# block 1

Block 1, the metal 2 layer:
The bar under the picture is 100 um long. Cells faint in the background.
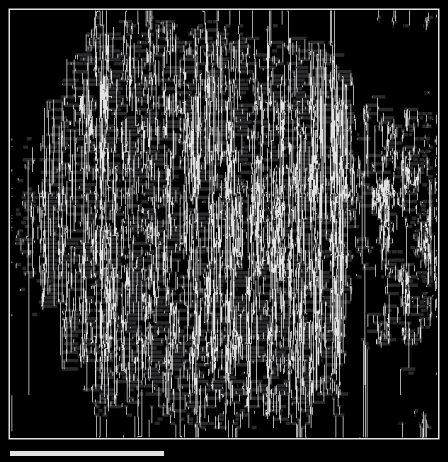

[src/rtl/order_seq_pkg.sv]
// Shared types for the AXI-lite order sequencer: order word layout, FSM
// states and the OKAY response code.
package order_seq_pkg;

    localparam int ORD_ADDR_W = 8;
    localparam int ORD_DATA_W = 32;

    localparam logic [1:0] RESP_OKAY = 2'b00;

    typedef struct packed {
        logic [ORD_ADDR_W-1:0] addr;
        logic [ORD_DATA_W-1:0] data;
        logic                  last;
    } order_t;

    typedef enum logic [2:0] {
        IDLE,
        POLL_AR,
        POLL_R,
        POLL_WAIT,
        WR_REQ,
        WR_RESP
    } seq_state_e;

endpackage

[src/rtl/order_fifo.sv]
// Order buffer: synchronous FIFO with an extra pointer wrap bit for full/empty.
// The head is read from registered pointers, so a word pushed into an empty FIFO
// becomes visible one cycle later.
module order_fifo
    import order_seq_pkg::*;
#(
    parameter int FIFO_DEPTH = 16
) (
    input  logic   clk,
    input  logic   rst_n,
    input  logic   push,
    input  order_t wr_data,
    input  logic   pop,
    output order_t rd_data,
    output logic   full,
    output logic   empty
);

    localparam int PTR_W = $clog2(FIFO_DEPTH);

    order_t           mem_q [FIFO_DEPTH];
    logic [PTR_W:0]   wr_ptr_q, wr_ptr_d;
    logic [PTR_W:0]   rd_ptr_q, rd_ptr_d;
    logic             push_ok, pop_ok;

    assign empty   = (wr_ptr_q == rd_ptr_q);
    assign full    = (wr_ptr_q[PTR_W] != rd_ptr_q[PTR_W]) &&
                     (wr_ptr_q[PTR_W-1:0] == rd_ptr_q[PTR_W-1:0]);
    assign push_ok = push && !full;
    assign pop_ok  = pop && !empty;
    assign rd_data = mem_q[rd_ptr_q[PTR_W-1:0]];

    always_comb begin
        wr_ptr_d = wr_ptr_q;
        rd_ptr_d = rd_ptr_q;
        if (push_ok) wr_ptr_d = wr_ptr_q + (PTR_W+1)'(1);
        if (pop_ok)  rd_ptr_d = rd_ptr_q + (PTR_W+1)'(1);
    end

    always_ff @(posedge clk or negedge rst_n) begin
        if (!rst_n) begin
            wr_ptr_q <= '0;
            rd_ptr_q <= '0;
        end else begin
            wr_ptr_q <= wr_ptr_d;
            rd_ptr_q <= rd_ptr_d;
        end
    end

    // Storage needs no reset; validity is tracked entirely by the pointers.
    always_ff @(posedge clk) begin
        if (push_ok) mem_q[wr_ptr_q[PTR_W-1:0]] <= wr_data;
    end

endmodule

[src/rtl/axil_order_sequencer.sv]
// AXI-lite master replaying buffered address/data orders into the core's
// configuration slave; writes to the launch register wait for a non-zero status.
module axil_order_sequencer
    import order_seq_pkg::*;
#(
    parameter int                         AXIL_DATA_WIDTH = 32,
    parameter int                         AXIL_ADDR_WIDTH = 8,
    parameter int                         FIFO_DEPTH      = 16,
    parameter logic [AXIL_ADDR_WIDTH-1:0] GATE_ADDR       = 8'h48,
    parameter logic [AXIL_ADDR_WIDTH-1:0] STATUS_ADDR     = 8'h4c,
    parameter int                         POLL_GAP        = 4
) (
    input  logic                         m00_axi_aclk,
    input  logic                         m00_axi_aresetn,

    input  logic                         ord_valid,
    output logic                         ord_ready,
    input  logic [AXIL_ADDR_WIDTH-1:0]   ord_addr,
    input  logic [AXIL_DATA_WIDTH-1:0]   ord_data,
    input  logic                         ord_last,

    output logic [AXIL_ADDR_WIDTH-1:0]   m00_axi_awaddr,
    output logic [2:0]                   m00_axi_awprot,
    output logic                         m00_axi_awvalid,
    input  logic                         m00_axi_awready,
    output logic [AXIL_DATA_WIDTH-1:0]   m00_axi_wdata,
    output logic [AXIL_DATA_WIDTH/8-1:0] m00_axi_wstrb,
    output logic                         m00_axi_wvalid,
    input  logic                         m00_axi_wready,
    input  logic [1:0]                   m00_axi_bresp,
    input  logic                         m00_axi_bvalid,
    output logic                         m00_axi_bready,
    output logic [AXIL_ADDR_WIDTH-1:0]   m00_axi_araddr,
    output logic [2:0]                   m00_axi_arprot,
    output logic                         m00_axi_arvalid,
    input  logic                         m00_axi_arready,
    input  logic [AXIL_DATA_WIDTH-1:0]   m00_axi_rdata,
    input  logic [1:0]                   m00_axi_rresp,
    input  logic                         m00_axi_rvalid,
    output logic                         m00_axi_rready,

    output logic                         busy,
    output logic                         done,
    output logic                         err,
    output logic [AXIL_ADDR_WIDTH-1:0]   err_addr,
    output logic [15:0]                  ord_count
);

    localparam int CNT_W = (POLL_GAP > 1) ? $clog2(POLL_GAP + 1) : 1;

    seq_state_e                 state_q, state_d;
    order_t                     cur_q, cur_d;
    logic                       awvalid_q, awvalid_d;
    logic                       wvalid_q, wvalid_d;
    logic                       arvalid_q, arvalid_d;
    logic                       rready_q, rready_d;
    logic                       bready_q, bready_d;
    logic [CNT_W-1:0]           cnt_q, cnt_d;
    logic                       err_q, err_d;
    logic [AXIL_ADDR_WIDTH-1:0] err_addr_q, err_addr_d;
    logic [15:0]                ord_count_q, ord_count_d;
    logic                       done_q, done_d;
    logic                       out_of_reset_q;

    order_t fifo_in, fifo_head;
    logic   fifo_full, fifo_empty, fifo_pop;

    assign fifo_in.addr = ord_addr;
    assign fifo_in.data = ord_data;
    assign fifo_in.last = ord_last;

    // Held low through reset and released on the first clock after it.
    assign ord_ready = out_of_reset_q && !fifo_full;

    order_fifo #(
        .FIFO_DEPTH (FIFO_DEPTH)
    ) u_fifo (
        .clk     (m00_axi_aclk),
        .rst_n   (m00_axi_aresetn),
        .push    (ord_valid && ord_ready),
        .wr_data (fifo_in),
        .pop     (fifo_pop),
        .rd_data (fifo_head),
        .full    (fifo_full),
        .empty   (fifo_empty)
    );

    always_comb begin
        state_d     = state_q;
        cur_d       = cur_q;
        awvalid_d   = awvalid_q;
        wvalid_d    = wvalid_q;
        arvalid_d   = arvalid_q;
        rready_d    = rready_q;
        bready_d    = bready_q;
        cnt_d       = cnt_q;
        err_d       = err_q;
        err_addr_d  = err_addr_q;
        ord_count_d = ord_count_q;
        done_d      = 1'b0;
        fifo_pop    = 1'b0;

        unique case (state_q)
            IDLE: begin
                if (!fifo_empty) begin
                    fifo_pop = 1'b1;
                    cur_d    = fifo_head;
                    if (fifo_head.addr == GATE_ADDR) begin
                        state_d   = POLL_AR;
                        arvalid_d = 1'b1;
                    end else begin
                        state_d   = WR_REQ;
                        awvalid_d = 1'b1;
                        wvalid_d  = 1'b1;
                    end
                end
            end
            POLL_AR: begin
                if (m00_axi_arready) begin
                    arvalid_d = 1'b0;
                    rready_d  = 1'b1;
                    state_d   = POLL_R;
                end
            end
            POLL_R: begin
                if (m00_axi_rvalid) begin
                    rready_d = 1'b0;
                    if (m00_axi_rresp != RESP_OKAY) begin
                        err_d = 1'b1;
                        if (!err_q) err_addr_d = STATUS_ADDR;
                    end
                    // A failed status read counts as "not ready" and keeps polling.
                    if (m00_axi_rdata != '0 && m00_axi_rresp == RESP_OKAY) begin
                        state_d   = WR_REQ;
                        awvalid_d = 1'b1;
                        wvalid_d  = 1'b1;
                    end else begin
                        state_d = POLL_WAIT;
                        cnt_d   = CNT_W'(POLL_GAP);
                    end
                end
            end
            POLL_WAIT: begin
                if (cnt_q == '0) begin
                    state_d   = POLL_AR;
                    arvalid_d = 1'b1;
                end else begin
                    cnt_d = cnt_q - CNT_W'(1);
                end
            end
            WR_REQ: begin
                if (m00_axi_awready) awvalid_d = 1'b0;
                if (m00_axi_wready)  wvalid_d  = 1'b0;
                if (!awvalid_d && !wvalid_d) begin
                    state_d  = WR_RESP;
                    bready_d = 1'b1;
                end
            end
            WR_RESP: begin
                if (m00_axi_bvalid) begin
                    bready_d    = 1'b0;
                    ord_count_d = ord_count_q + 16'd1;
                    if (m00_axi_bresp != RESP_OKAY) begin
                        err_d = 1'b1;
                        if (!err_q) err_addr_d = cur_q.addr;
                    end
                    done_d  = cur_q.last;
                    state_d = IDLE;
                end
            end
            default: state_d = IDLE;
        endcase
    end

    always_ff @(posedge m00_axi_aclk or negedge m00_axi_aresetn) begin
        if (!m00_axi_aresetn) begin
            state_q        <= IDLE;
            cur_q          <= '0;
            awvalid_q      <= 1'b0;
            wvalid_q       <= 1'b0;
            arvalid_q      <= 1'b0;
            rready_q       <= 1'b0;
            bready_q       <= 1'b0;
            cnt_q          <= '0;
            err_q          <= 1'b0;
            err_addr_q     <= '0;
            ord_count_q    <= '0;
            done_q         <= 1'b0;
            out_of_reset_q <= 1'b0;
        end else begin
            state_q        <= state_d;
            cur_q          <= cur_d;
            awvalid_q      <= awvalid_d;
            wvalid_q       <= wvalid_d;
            arvalid_q      <= arvalid_d;
            rready_q       <= rready_d;
            bready_q       <= bready_d;
            cnt_q          <= cnt_d;
            err_q          <= err_d;
            err_addr_q     <= err_addr_d;
            ord_count_q    <= ord_count_d;
            done_q         <= done_d;
            out_of_reset_q <= 1'b1;
        end
    end

    assign m00_axi_awaddr  = cur_q.addr;
    assign m00_axi_awprot  = 3'b000;
    assign m00_axi_awvalid = awvalid_q;
    assign m00_axi_wdata   = cur_q.data;
    assign m00_axi_wstrb   = '1;
    assign m00_axi_wvalid  = wvalid_q;
    assign m00_axi_bready  = bready_q;
    assign m00_axi_araddr  = STATUS_ADDR;
    assign m00_axi_arprot  = 3'b000;
    assign m00_axi_arvalid = arvalid_q;
    assign m00_axi_rready  = rready_q;

    assign busy      = !fifo_empty || (state_q != IDLE);
    assign done      = done_q;
    assign err       = err_q;
    assign err_addr  = err_addr_q;
    assign ord_count = ord_count_q;

endmodule

[config.mk]
export PLATFORM = sky130hd
export DESIGN_NAME = axil_order_sequencer
export DESIGN_NICKNAME = d
export VERILOG_FILES = /design/src/rtl/order_seq_pkg.sv /design/src/rtl/order_fifo.sv /design/src/rtl/axil_order_sequencer.sv
export SDC_FILE = /design/constraint.sdc
export NUM_CORES = 1
export LEC_CHECK = 0
export ABC_CLOCK_PERIOD_IN_PS = 8800
export CORE_MARGIN = 3
export CORE_UTILIZATION = 40
export DETAILED_ROUTE_END_ITERATION = 6
export GPL_TIMING_DRIVEN = 0
export MAX_ROUTING_LAYER = met4
export SKIP_LAST_GASP = 1
export SLEW_MARGIN = 20
export SYNTH_ARGS = -nofsm -noshare
export SYNTH_HDL_FRONTEND = slang
export SYNTH_HIERARCHICAL = 1
export SYNTH_SLANG_ARGS = --single-unit
[constraint.sdc]
create_clock -name m00_axi_aclk -period 8.8 [get_ports m00_axi_aclk]
set_input_delay 1.76 -clock m00_axi_aclk [delete_from_list [all_inputs] [get_ports m00_axi_aclk]]
set_output_delay 1.76 -clock m00_axi_aclk [all_outputs]
set_load 0.02 [all_outputs]
# block 2

### config.mk
export PLATFORM = sky130hd
export DESIGN_NAME = seq_divider_flat
export DESIGN_NICKNAME = d
export VERILOG_FILES = /design/src/rtl/seq_divider_if.sv /design/src/rtl/seq_divider.sv /design/src/flat_wrapper.sv
export SDC_FILE = /design/constraint.sdc
export NUM_CORES = 1
export LEC_CHECK = 0
export ABC_AREA = 1
export ABC_CLOCK_PERIOD_IN_PS = 2100
export CAP_MARGIN = 20
export CORE_ASPECT_RATIO = 0.6
export CORE_MARGIN = 4
export CORE_UTILIZATION = 53
export CTS_CLUSTER_SIZE = 16
export DETAILED_ROUTE_END_ITERATION = 7
export PLACE_DENSITY = 0.76
export SYNTH_ARGS = -nofsm -noshare
export SYNTH_HDL_FRONTEND = slang
export SYNTH_SLANG_ARGS = --single-unit
### constraint.sdc
create_clock -name clk -period 2.1 [get_ports clk]
set_input_delay 0.42 -clock clk [delete_from_list [all_inputs] [get_ports clk]]
set_output_delay 0.42 -clock clk [all_outputs]
set_load 0.005 [all_outputs]
### src/rtl/seq_divider_if.sv
// seq_divider_if: request/response bundle for the sequential divider.
//
// Handshake rule, for both directions: a transfer happens on a rising clk
// edge where valid and ready are both high. A valid source keeps valid and
// its payload steady until that edge; ready may change freely.
//
//   start_valid / start_ready / dividend / divisor : request channel
//   out_valid / out_ready / quotient / remainder / div_by_zero : response
//   busy : divider is computing or holding an unconsumed result
//
// master: the requester/consumer side; slave: the divider.
interface seq_divider_if #(
    parameter int WIDTH = 8
);
    logic             start_valid;
    logic             start_ready;
    logic [WIDTH-1:0] dividend;
    logic [WIDTH-1:0] divisor;
    logic             out_valid;
    logic             out_ready;
    logic [WIDTH-1:0] quotient;
    logic [WIDTH-1:0] remainder;
    logic             div_by_zero;
    logic             busy;

    modport master (
        output start_valid, dividend, divisor, out_ready,
        input  start_ready, out_valid, quotient, remainder, div_by_zero, busy
    );

    modport slave (
        input  start_valid, dividend, divisor, out_ready,
        output start_ready, out_valid, quotient, remainder, div_by_zero, busy
    );
endinterface

### src/rtl/seq_divider.sv
// seq_divider: iterative unsigned restoring divider, one quotient bit per
// clock. Trial subtraction uses a carry-lookahead adder computing
// {R, next dividend bit} + ~{0, divisor} + 1; carry-out 1 means no borrow.
//
// Ports:
//   clk        rising-edge clock
//   rst_n      asynchronous active-low reset
//   bus        seq_divider_if.slave (request, response, busy)
//   dbg_state  current FSM state (0 IDLE, 1 CALC, 2 DONE)
//
// Timing: a normal divide raises out_valid WIDTH edges after the acceptance
// edge; a zero divisor goes straight to DONE on the acceptance edge.
// After a result is consumed, start_ready returns one cycle later, so a
// request never overlaps a completing result.
module seq_divider #(
    parameter int WIDTH = 8
) (
    input  logic        clk,
    input  logic        rst_n,
    seq_divider_if.slave bus,
    output logic [1:0]  dbg_state
);
    localparam int CW = $clog2(WIDTH + 1);

    typedef enum logic [1:0] {
        IDLE = 2'd0,
        CALC = 2'd1,
        DONE = 2'd2
    } state_t;

    state_t           state;
    logic [CW-1:0]    count;
    logic [WIDTH-1:0] dvd_sh;   // dividend bits shift out at MSB, quotient bits enter at LSB
    logic [WIDTH-1:0] dvs;
    logic [WIDTH-1:0] rem;      // partial remainder, always < divisor

    logic             start_ready_r;
    logic             out_valid_r;
    logic             busy_r;
    logic [WIDTH-1:0] quotient_r;
    logic [WIDTH-1:0] remainder_r;
    logic             dbz_r;

    // Carry-lookahead add: every carry is formed directly from generate /
    // propagate terms and the carry-in rather than from the previous carry.
    function automatic logic [WIDTH+1:0] cla_add(
        input logic [WIDTH:0] a,
        input logic [WIDTH:0] b,
        input logic           cin
    );
        logic [WIDTH:0]   g;
        logic [WIDTH:0]   p;
        logic [WIDTH+1:0] c;
        g    = a & b;
        p    = a ^ b;
        c    = '0;
        c[0] = cin;
        for (int i = 0; i <= WIDTH; i++) begin
            logic any_gen;
            logic all_prop;
            any_gen  = 1'b0;
            all_prop = cin;
            for (int j = 0; j <= i; j++) begin
                logic run;
                run = g[j];
                for (int k = j + 1; k <= i; k++) begin
                    run = run & p[k];
                end
                any_gen  = any_gen | run;
                all_prop = all_prop & p[j];
            end
            c[i+1] = any_gen | all_prop;
        end
        return {c[WIDTH+1], p ^ c[WIDTH:0]};
    endfunction

    logic [WIDTH:0]   trial;
    logic [WIDTH+1:0] add_res;
    logic             no_borrow;
    logic [WIDTH-1:0] rem_next;
    logic [WIDTH-1:0] q_next;

    always_comb begin
        trial     = {rem, dvd_sh[WIDTH-1]};
        add_res   = cla_add(trial, ~{1'b0, dvs}, 1'b1);
        no_borrow = add_res[WIDTH+1];
        rem_next  = no_borrow ? add_res[WIDTH-1:0] : trial[WIDTH-1:0];
        q_next    = {dvd_sh[WIDTH-2:0], no_borrow};
    end

    always_ff @(posedge clk or negedge rst_n) begin
        if (!rst_n) begin
            state         <= IDLE;
            count         <= '0;
            dvd_sh        <= '0;
            dvs           <= '0;
            rem           <= '0;
            start_ready_r <= 1'b1;
            out_valid_r   <= 1'b0;
            busy_r        <= 1'b0;
            quotient_r    <= '0;
            remainder_r   <= '0;
            dbz_r         <= 1'b0;
        end else begin
            case (state)
                IDLE: begin
                    if (start_ready_r && bus.start_valid) begin
                        start_ready_r <= 1'b0;
                        busy_r        <= 1'b1;
                        if (bus.divisor == '0) begin
                            quotient_r  <= '1;
                            remainder_r <= bus.dividend;
                            dbz_r       <= 1'b1;
                            out_valid_r <= 1'b1;
                            state       <= DONE;
                        end else begin
                            dvd_sh <= bus.dividend;
                            dvs    <= bus.divisor;
                            rem    <= '0;
                            count  <= CW'(WIDTH);
                            state  <= CALC;
                        end
                    end else begin
                        // Re-arms one cycle after returning from DONE.
                        start_ready_r <= 1'b1;
                    end
                end
                CALC: begin
                    rem    <= rem_next;
                    dvd_sh <= q_next;
                    count  <= count - CW'(1);
                    if (count == CW'(1)) begin
                        quotient_r  <= q_next;
                        remainder_r <= rem_next;
                        dbz_r       <= 1'b0;
                        out_valid_r <= 1'b1;
                        state       <= DONE;
                    end
                end
                DONE: begin
                    if (bus.out_ready) begin
                        out_valid_r <= 1'b0;
                        busy_r      <= 1'b0;
                        state       <= IDLE;
                    end
                end
                default: begin
                    state <= IDLE;
                end
            endcase
        end
    end

    assign bus.start_ready = start_ready_r;
    assign bus.out_valid   = out_valid_r;
    assign bus.busy        = busy_r;
    assign bus.quotient    = quotient_r;
    assign bus.remainder   = remainder_r;
    assign bus.div_by_zero = dbz_r;
    assign dbg_state       = state;
endmodule
### src/flat_wrapper.sv
// flat-port wrapper written by rule: the top's interface ports become plain ports
module seq_divider_flat 
#(
    parameter int WIDTH = 8
)
  (clk, rst_n, dbg_state, bus_start_valid, bus_dividend, bus_divisor, bus_out_ready, bus_start_ready, bus_out_valid, bus_quotient, bus_remainder, bus_div_by_zero, bus_busy);
  seq_divider_if #(.WIDTH(WIDTH)) bus_i ();
  input  logic clk;
  input  logic rst_n;
  output logic [1:0] dbg_state;
  input wire logic [$bits(bus_i.start_valid)-1:0] bus_start_valid;
  input wire logic [$bits(bus_i.dividend)-1:0] bus_dividend;
  input wire logic [$bits(bus_i.divisor)-1:0] bus_divisor;
  input wire logic [$bits(bus_i.out_ready)-1:0] bus_out_ready;
  output wire logic [$bits(bus_i.start_ready)-1:0] bus_start_ready;
  output wire logic [$bits(bus_i.out_valid)-1:0] bus_out_valid;
  output wire logic [$bits(bus_i.quotient)-1:0] bus_quotient;
  output wire logic [$bits(bus_i.remainder)-1:0] bus_remainder;
  output wire logic [$bits(bus_i.div_by_zero)-1:0] bus_div_by_zero;
  output wire logic [$bits(bus_i.busy)-1:0] bus_busy;
  assign bus_i.start_valid = bus_start_valid;
  assign bus_i.dividend = bus_dividend;
  assign bus_i.divisor = bus_divisor;
  assign bus_i.out_ready = bus_out_ready;
  assign bus_start_ready = bus_i.start_ready;
  assign bus_out_valid = bus_i.out_valid;
  assign bus_quotient = bus_i.quotient;
  assign bus_remainder = bus_i.remainder;
  assign bus_div_by_zero = bus_i.div_by_zero;
  assign bus_busy = bus_i.busy;
  seq_divider #(.WIDTH(WIDTH)) u_core (.clk(clk), .rst_n(rst_n), .bus(bus_i), .dbg_state(dbg_state));
endmodule
# block 3

--- src/rtl/mem_arbiter_if.sv ---
// Signal bundle between mem_arbiter, its two requesters (fetch and data
// ports), the shared memory bus and the pipeline control outputs.
// master: the arbiter's view. slave: the view of the surrounding core and bus.
interface mem_arbiter_if;
    logic        if_req_i;
    logic [31:0] if_addr_i;
    logic [31:0] if_data_o;
    logic        if_ack_o;

    logic        mem_req_i;
    logic        mem_we_i;
    logic [3:0]  mem_sel_i;
    logic [31:0] mem_addr_i;
    logic [31:0] mem_wdata_i;
    logic [31:0] mem_rdata_o;
    logic        mem_ack_o;

    logic        bus_req_o;
    logic        bus_we_o;
    logic [3:0]  bus_sel_o;
    logic [31:0] bus_addr_o;
    logic [31:0] bus_wdata_o;
    logic [31:0] bus_rdata_i;
    logic        bus_ack_i;

    logic        stall_o;
    logic        err_o;

    modport master (
        input  if_req_i, if_addr_i,
        output if_data_o, if_ack_o,
        input  mem_req_i, mem_we_i, mem_sel_i, mem_addr_i, mem_wdata_i,
        output mem_rdata_o, mem_ack_o,
        output bus_req_o, bus_we_o, bus_sel_o, bus_addr_o, bus_wdata_o,
        input  bus_rdata_i, bus_ack_i,
        output stall_o, err_o
    );

    modport slave (
        output if_req_i, if_addr_i,
        input  if_data_o, if_ack_o,
        output mem_req_i, mem_we_i, mem_sel_i, mem_addr_i, mem_wdata_i,
        input  mem_rdata_o, mem_ack_o,
        input  bus_req_o, bus_we_o, bus_sel_o, bus_addr_o, bus_wdata_o,
        output bus_rdata_i, bus_ack_i,
        input  stall_o, err_o
    );
endinterface

--- src/rtl/mem_arbiter.sv ---
// mem_arbiter: shares one memory bus between the instruction fetch port and
// the load/store data port. Fixed data-first priority out of IDLE, then
// alternation on back-to-back completions so neither side starves.
// Optional bus timeout: define ARB_TIMEOUT_EN to enable an 8-bit busy-cycle
// counter that ends a hung transfer with a zero-data ack and an err_o pulse.
//
// state    | meaning
// ---------+-----------------------------------------------
// IDLE     | no transfer on the bus, bus_req_o low
// IF_BUSY  | fetch transfer presented on the bus
// MEM_BUSY | data transfer presented on the bus
module mem_arbiter #(
    parameter int unsigned TIMEOUT_CYCLES = 255
) (
    input logic          clk,
    input logic          rst,
    mem_arbiter_if.master io
);

    typedef enum logic [1:0] {
        IDLE     = 2'd0,
        IF_BUSY  = 2'd1,
        MEM_BUSY = 2'd2
    } state_t;

    // The timeout counter is 8 bits wide, so the limit must fit in it.
    if (TIMEOUT_CYCLES < 1 || TIMEOUT_CYCLES > 255) begin : g_bad_timeout
        $error("mem_arbiter: TIMEOUT_CYCLES must be in 1..255");
    end

    state_t      state_q, state_d;
    logic        bus_req_q, bus_req_d;
    logic        bus_we_q, bus_we_d;
    logic [3:0]  bus_sel_q, bus_sel_d;
    logic [31:0] bus_addr_q, bus_addr_d;
    logic [31:0] bus_wdata_q, bus_wdata_d;

    logic        busy;
    logic        timeout;
    logic        done;
    logic        grant_if;
    logic        grant_mem;

    logic        if_ack;
    logic        mem_ack;
    logic [31:0] if_data;
    logic [31:0] mem_rdata;
    logic        stall;
    logic        err;

    assign busy = (state_q != IDLE);
    assign done = busy && (io.bus_ack_i || timeout);

`ifdef ARB_TIMEOUT_EN
    // Number of ack-less busy cycles already completed in this transfer, so
    // the cycle where it equals TIMEOUT_CYCLES-1 is the TIMEOUT_CYCLES-th one.
    logic [7:0] cnt_q;

    assign timeout = busy && (cnt_q == 8'(TIMEOUT_CYCLES - 1));

    // Busy-cycle counter: cleared on every grant, counts while the bus is silent.
    always_ff @(posedge clk) begin
        if (rst) begin
            cnt_q <= 8'd0;
        end else if (grant_if || grant_mem) begin
            cnt_q <= 8'd0;
        end else if (busy && !io.bus_ack_i) begin
            cnt_q <= cnt_q + 8'd1;
        end
    end
`else
    assign timeout = 1'b0;
`endif

    // Next state and next bus payload; a grant latches the winner's payload.
    always_comb begin
        state_d     = state_q;
        bus_we_d    = bus_we_q;
        bus_sel_d   = bus_sel_q;
        bus_addr_d  = bus_addr_q;
        bus_wdata_d = bus_wdata_q;
        grant_if    = 1'b0;
        grant_mem   = 1'b0;

        case (state_q)
            IDLE: begin
                if (io.mem_req_i)     grant_mem = 1'b1;
                else if (io.if_req_i) grant_if  = 1'b1;
            end
            MEM_BUSY: begin
                if (done) begin
                    if (io.if_req_i)       grant_if  = 1'b1;
                    else if (io.mem_req_i) grant_mem = 1'b1;
                    else                   state_d   = IDLE;
                end
            end
            IF_BUSY: begin
                if (done) begin
                    if (io.mem_req_i)     grant_mem = 1'b1;
                    else if (io.if_req_i) grant_if  = 1'b1;
                    else                  state_d   = IDLE;
                end
            end
            default: state_d = IDLE;
        endcase

        if (grant_mem) begin
            state_d     = MEM_BUSY;
            bus_we_d    = io.mem_we_i;
            bus_sel_d   = io.mem_sel_i;
            bus_addr_d  = io.mem_addr_i;
            bus_wdata_d = io.mem_wdata_i;
        end else if (grant_if) begin
            state_d     = IF_BUSY;
            bus_we_d    = 1'b0;
            bus_sel_d   = 4'hF;
            bus_addr_d  = io.if_addr_i;
            bus_wdata_d = 32'd0;
        end

        bus_req_d = (state_d != IDLE);
    end

    // State and bus output registers.
    always_ff @(posedge clk) begin
        if (rst) begin
            state_q     <= IDLE;
            bus_req_q   <= 1'b0;
            bus_we_q    <= 1'b0;
            bus_sel_q   <= 4'h0;
            bus_addr_q  <= 32'd0;
            bus_wdata_q <= 32'd0;
        end else begin
            state_q     <= state_d;
            bus_req_q   <= bus_req_d;
            bus_we_q    <= bus_we_d;
            bus_sel_q   <= bus_sel_d;
            bus_addr_q  <= bus_addr_d;
            bus_wdata_q <= bus_wdata_d;
        end
    end

    // Same-cycle acks to the owning requester, stall and error; all quiet in reset.
    always_comb begin
        if_ack    = 1'b0;
        mem_ack   = 1'b0;
        if_data   = 32'd0;
        mem_rdata = 32'd0;
        stall     = 1'b0;
        err       = 1'b0;
        if (!rst) begin
            if (state_q == IF_BUSY && done) begin
                if_ack  = 1'b1;
                if_data = io.bus_ack_i ? io.bus_rdata_i : 32'd0;
            end
            if (state_q == MEM_BUSY && done) begin
                mem_ack   = 1'b1;
                mem_rdata = io.bus_ack_i ? io.bus_rdata_i : 32'd0;
            end
            // A real ack in the timeout cycle wins and is not an error.
            err   = timeout && !io.bus_ack_i;
            stall = (io.if_req_i && !if_ack) || (io.mem_req_i && !mem_ack);
        end
    end

    assign io.if_ack_o    = if_ack;
    assign io.if_data_o   = if_data;
    assign io.mem_ack_o   = mem_ack;
    assign io.mem_rdata_o = mem_rdata;
    assign io.stall_o     = stall;
    assign io.err_o       = err;
    assign io.bus_req_o   = bus_req_q;
    assign io.bus_we_o    = bus_we_q;
    assign io.bus_sel_o   = bus_sel_q;
    assign io.bus_addr_o  = bus_addr_q;
    assign io.bus_wdata_o = bus_wdata_q;

endmodule

--- src/flat_wrapper.sv ---
// flat-port wrapper written by rule: the top's interface ports become plain ports
module mem_arbiter_flat 
#(
    parameter int unsigned TIMEOUT_CYCLES = 255
)
  (clk, rst, io_if_req_i, io_if_addr_i, io_if_data_o, io_if_ack_o, io_mem_req_i, io_mem_we_i, io_mem_sel_i, io_mem_addr_i, io_mem_wdata_i, io_mem_rdata_o, io_mem_ack_o, io_bus_req_o, io_bus_we_o, io_bus_sel_o, io_bus_addr_o, io_bus_wdata_o, io_bus_rdata_i, io_bus_ack_i, io_stall_o, io_err_o);
  mem_arbiter_if io_i ();
  input logic clk;
  input logic rst;
  input wire logic [$bits(io_i.if_req_i)-1:0] io_if_req_i;
  input wire logic [$bits(io_i.if_addr_i)-1:0] io_if_addr_i;
  output wire logic [$bits(io_i.if_data_o)-1:0] io_if_data_o;
  output wire logic [$bits(io_i.if_ack_o)-1:0] io_if_ack_o;
  input wire logic [$bits(io_i.mem_req_i)-1:0] io_mem_req_i;
  input wire logic [$bits(io_i.mem_we_i)-1:0] io_mem_we_i;
  input wire logic [$bits(io_i.mem_sel_i)-1:0] io_mem_sel_i;
  input wire logic [$bits(io_i.mem_addr_i)-1:0] io_mem_addr_i;
  input wire logic [$bits(io_i.mem_wdata_i)-1:0] io_mem_wdata_i;
  output wire logic [$bits(io_i.mem_rdata_o)-1:0] io_mem_rdata_o;
  output wire logic [$bits(io_i.mem_ack_o)-1:0] io_mem_ack_o;
  output wire logic [$bits(io_i.bus_req_o)-1:0] io_bus_req_o;
  output wire logic [$bits(io_i.bus_we_o)-1:0] io_bus_we_o;
  output wire logic [$bits(io_i.bus_sel_o)-1:0] io_bus_sel_o;
  output wire logic [$bits(io_i.bus_addr_o)-1:0] io_bus_addr_o;
  output wire logic [$bits(io_i.bus_wdata_o)-1:0] io_bus_wdata_o;
  input wire logic [$bits(io_i.bus_rdata_i)-1:0] io_bus_rdata_i;
  input wire logic [$bits(io_i.bus_ack_i)-1:0] io_bus_ack_i;
  output wire logic [$bits(io_i.stall_o)-1:0] io_stall_o;
  output wire logic [$bits(io_i.err_o)-1:0] io_err_o;
  assign io_i.if_req_i = io_if_req_i;
  assign io_i.if_addr_i = io_if_addr_i;
  assign io_if_data_o = io_i.if_data_o;
  assign io_if_ack_o = io_i.if_ack_o;
  assign io_i.mem_req_i = io_mem_req_i;
  assign io_i.mem_we_i = io_mem_we_i;
  assign io_i.mem_sel_i = io_mem_sel_i;
  assign io_i.mem_addr_i = io_mem_addr_i;
  assign io_i.mem_wdata_i = io_mem_wdata_i;
  assign io_mem_rdata_o = io_i.mem_rdata_o;
  assign io_mem_ack_o = io_i.mem_ack_o;
  assign io_bus_req_o = io_i.bus_req_o;
  assign io_bus_we_o = io_i.bus_we_o;
  assign io_bus_sel_o = io_i.bus_sel_o;
  assign io_bus_addr_o = io_i.bus_addr_o;
  assign io_bus_wdata_o = io_i.bus_wdata_o;
  assign io_i.bus_rdata_i = io_bus_rdata_i;
  assign io_i.bus_ack_i = io_bus_ack_i;
  assign io_stall_o = io_i.stall_o;
  assign io_err_o = io_i.err_o;
  mem_arbiter #(.TIMEOUT_CYCLES(TIMEOUT_CYCLES)) u_core (.clk(clk), .rst(rst), .io(io_i));
endmodule
--- config.mk ---
export PLATFORM = sky130hd
export DESIGN_NAME = mem_arbiter_flat
export DESIGN_NICKNAME = d
export VERILOG_FILES = /design/src/rtl/mem_arbiter_if.sv /design/src/rtl/mem_arbiter.sv /design/src/flat_wrapper.sv
export SDC_FILE = /design/constraint.sdc
export NUM_CORES = 1
export LEC_CHECK = 0
export ABC_CLOCK_PERIOD_IN_PS = 3050
export CAP_MARGIN = 20
export CORE_AREA = 2 2 107 109
export CTS_CLUSTER_DIAMETER = 60
export DETAILED_ROUTE_END_ITERATION = 10
export DIE_AREA = 0 0 109 111
export PLACE_DENSITY = 0.87
export SETUP_SLACK_MARGIN = 0.1
export SLEW_MARGIN = 20
export SYNTH_ARGS = -nofsm -noshare
export SYNTH_HDL_FRONTEND = slang
export SYNTH_SLANG_ARGS = --single-unit
--- constraint.sdc ---
create_clock -name clk -period 3.05 [get_ports clk]
set_clock_uncertainty 0.2 [all_clocks]
set_input_delay 0.61 -clock clk [delete_from_list [all_inputs] [get_ports clk]]
set_output_delay 0.61 -clock clk [all_outputs]
set_load 0.02 [all_outputs]

## Gallery

M3 wires.
(a)
The bar under the picture is 100 um long.
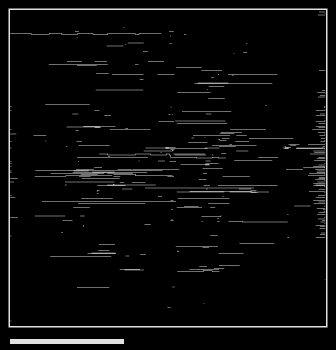
(b)
The bar under the picture is 20 um long.
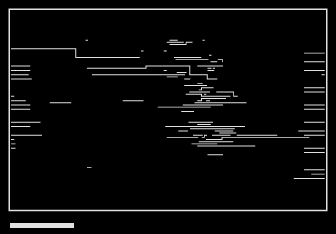
(c)
The bar under the picture is 20 um long.
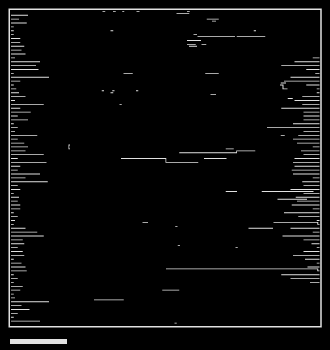
block 3 -> (c)
block 2 -> (b)
block 1 -> (a)
- largest die: (a)
- smallest die: (b)

Key to (a):
The wires run mostly horizontal. 207 nets have wire on it. The longest straight run is 118 um. The layer carries 4190 um of wire.

Block 2, the metal 2 layer:
The bar under the picture is 20 um long. Cells faint in the background.
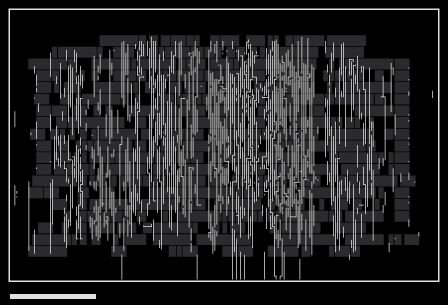
352 nets have wire on it. The layer carries 3410 um of wire. The longest straight run is 25.3 um.

==> flow_summary.toml, block 2 <==
# physical design summary
[sta]
hold_ws_ns = 0.07889
period_used_pct = 103.7
layout_setup_ws_ns = -0.07734
rsz0062_at_grt = "yes"
setup_violations = 7

[cts]
tritoncts = "done"
ctsLongestPathBuffers = 2
cts.repair.resized = 5
root_buffer = "clkbuf_8"

[setup_path]
r2r_start = "u_core.dvs[0]"
max_stage_delay_ns = 0.37
cp.depth = 15

[outcome]
outcome = "complete, but fails checks"
violations = "negative setup slack"

[final_layout]
comb_share_pct = 37.84
nNonClkInverters = 48
finalInstanceArea_sq_um = 3687
flop_area_sq_um = 1257

[yosys]
ys_warn_count = 0
ys_seq_share_pct = 47.08
ys_sh_aoi_pct = 10.82

[power]
seq-power_mw = 1.68
p_sw_mw = 3.042

[placed_design]
pre_cts_slack_ns = -0.3911

[routing]
dr.pass1.iters = 5
ant_nets = 0

[global_routing]
grt_max_degree = 28

[min_path]
hold_path.class = "input port to asynchronous set/reset pin"
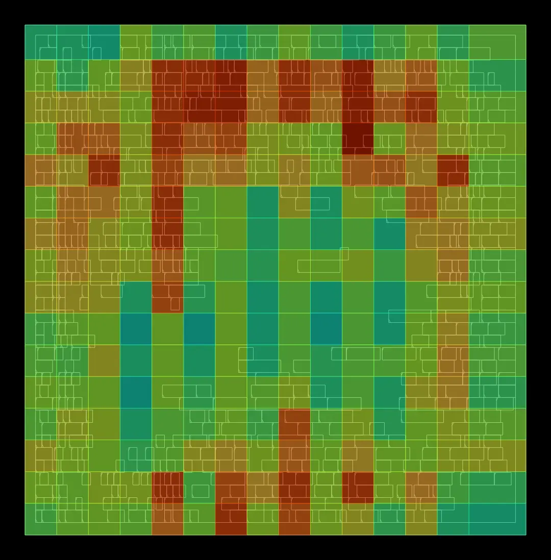
Block 3: routing congestion
M3 GR Usage: 4.292%
met1 track demand over resource: 21.52%
post-layout util: 55.59%

==> flow_summary.toml, block 3 <==
# physical design summary
[outcome]
outcome = "finished clean"

[yosys]
top_cells_by_area = "dfxtp_1 (44%), nand2_1 (12%), a22o_1 (8.7%)"
yosysUniqueCellTypes = 31
fa_ha_area_share_pct = 1.511

[cts]
tritoncts = "done"
h-tree-depth = 3

[min_path]
hold_path.class = "flip-flop to flip-flop"

[power]
seq-power_mw = 1.16

[setup_path]
cp-endpoint = "io_if_ack_o"
slowest_stage = "clkdlybuf4s50_1"

[final_layout]
biggestCellCategory = "buffers"
diodes = 0
area_growth_pct = 85.91

[global_routing]
grt_max_degree = 66

[routing]
drt-total-wl_um = 12860

[floorplan]
core_area_sq_um = 11080

[placed_design]
post_dp_cell_area_sq_um = 6200
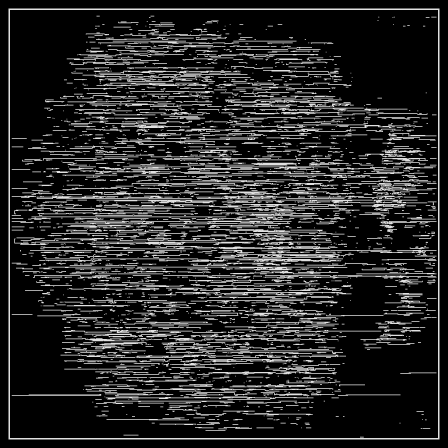
Block 1: signal wires on met1
The layer holds 43% of the routed length. The layer carries 29.9 mm of wire. 1807 nets have wire on it. The longest straight run is 127 um.

Notes on 'the metal 2 layer' of block 1 above:
The layer holds 48% of the routed length. The layer carries 33.5 mm of wire. 1702 nets have wire on it.
met2 Use GR: 29.25%
DR vias: 15370

==> flow_summary.toml, block 1 <==
# physical design summary
[outcome]
outcome = "finished clean"

[yosys]
ys_sh_xor_pct = 0.8530
syn_avg_cell_area_sq_um = 19.51
common_cells = "edfxtp_1 (656), mux2i_1 (128), mux4_2 (123)"
fa_ha_area_share_pct = 0.3378
ys.flops = 745
syn_inst = 1519
edf_count = 656
ys_sh_aoi_pct = 4.218
most_common_cell = "edfxtp_1"

[power]
leakage_nw = 12.26
ir_drop_mv = 0.1630
pg_clk_mw = 3.45
p_sw_mw = 3.598
comb_cell_power_mw = 3.76

[placed_design]
dp_hpwl_um = 44680
io_buffer_count = 157
pre_cts_slack_ns = 4.005

[routing]
met2_length_um = 33530
top_layer_used = "met4"

[final_layout]
sh_seq_area_pct = 61.32
buffers = 346
num-multi-input-gates = 631
finalInstanceArea_sq_um = 35760
clk_share_pct = 7.681
layout.cells.non_filler = 2852

[global_routing]
grt_pass1_wl_um = 102900
grt_use_met3_pct = 3.834
grt_usage_pct = 18.51

[floorplan]
chipArea_sq_um = 77380
pin_count = 176

[setup_path]
start_kind = "flip-flop"
crit_buf_inv = 2
critPathCaptureType = "output port"
cp-endpoint = "busy"

[min_path]
whs_path_depth = 1
hold_path.class = "flip-flop to flip-flop"
whs_endpoint = "cnt_q[0]"

[sta]
fin_skew_ns = 0.02736
relSlewSlack_pct = 31.59

[cts]
ctsLongestPathBuffers = 3
h-tree-depth = 3
cts.repair.resized = 0
tritoncts = "done"


==> layout pictures side by side <==
Met4 routing.
Cells faint in the background.
image #1
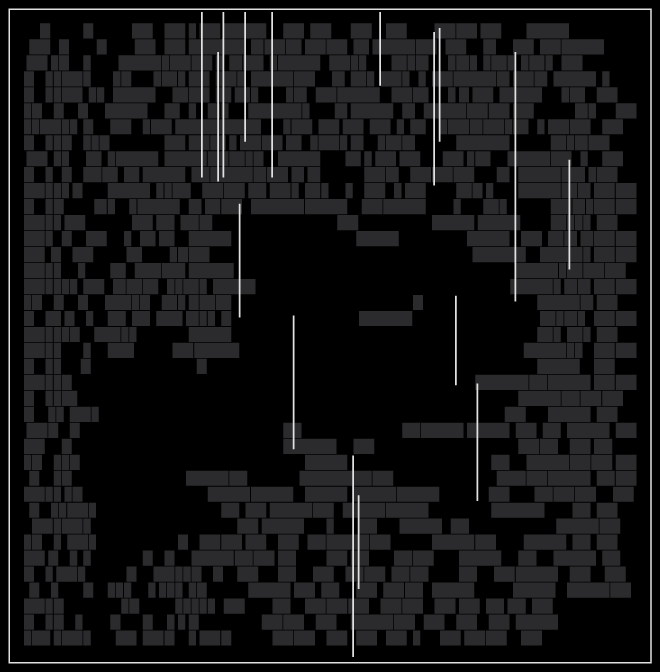
image #2
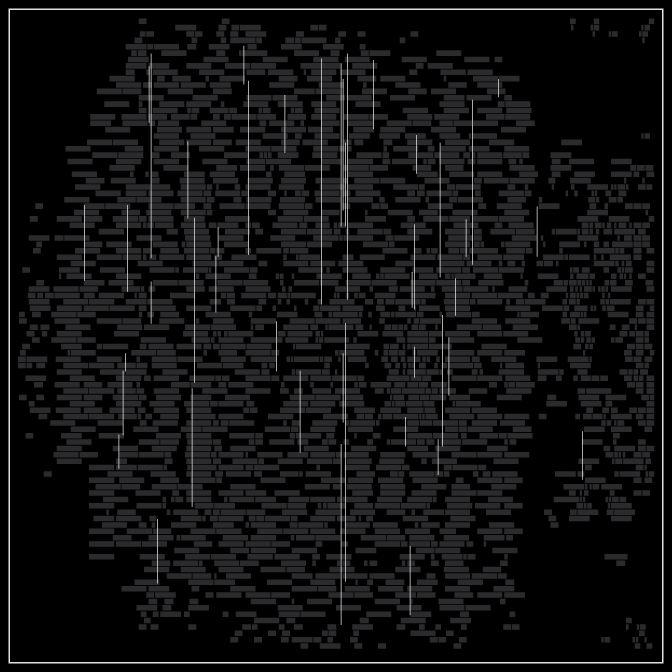
image #3
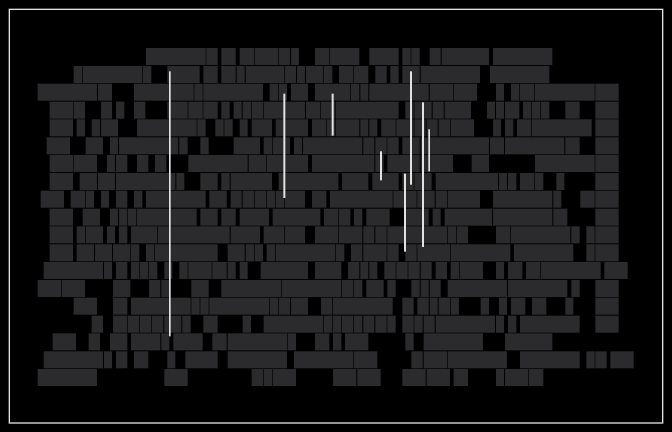
Image #3 is block 2.
Image #1 is block 3.
Image #2 is block 1.

Key to image #2:
The longest straight run is 110 um. The layer holds 2.4% of the routed length. 23 nets have wire on it. The wires run mostly vertical. The layer carries 1670 um of wire.

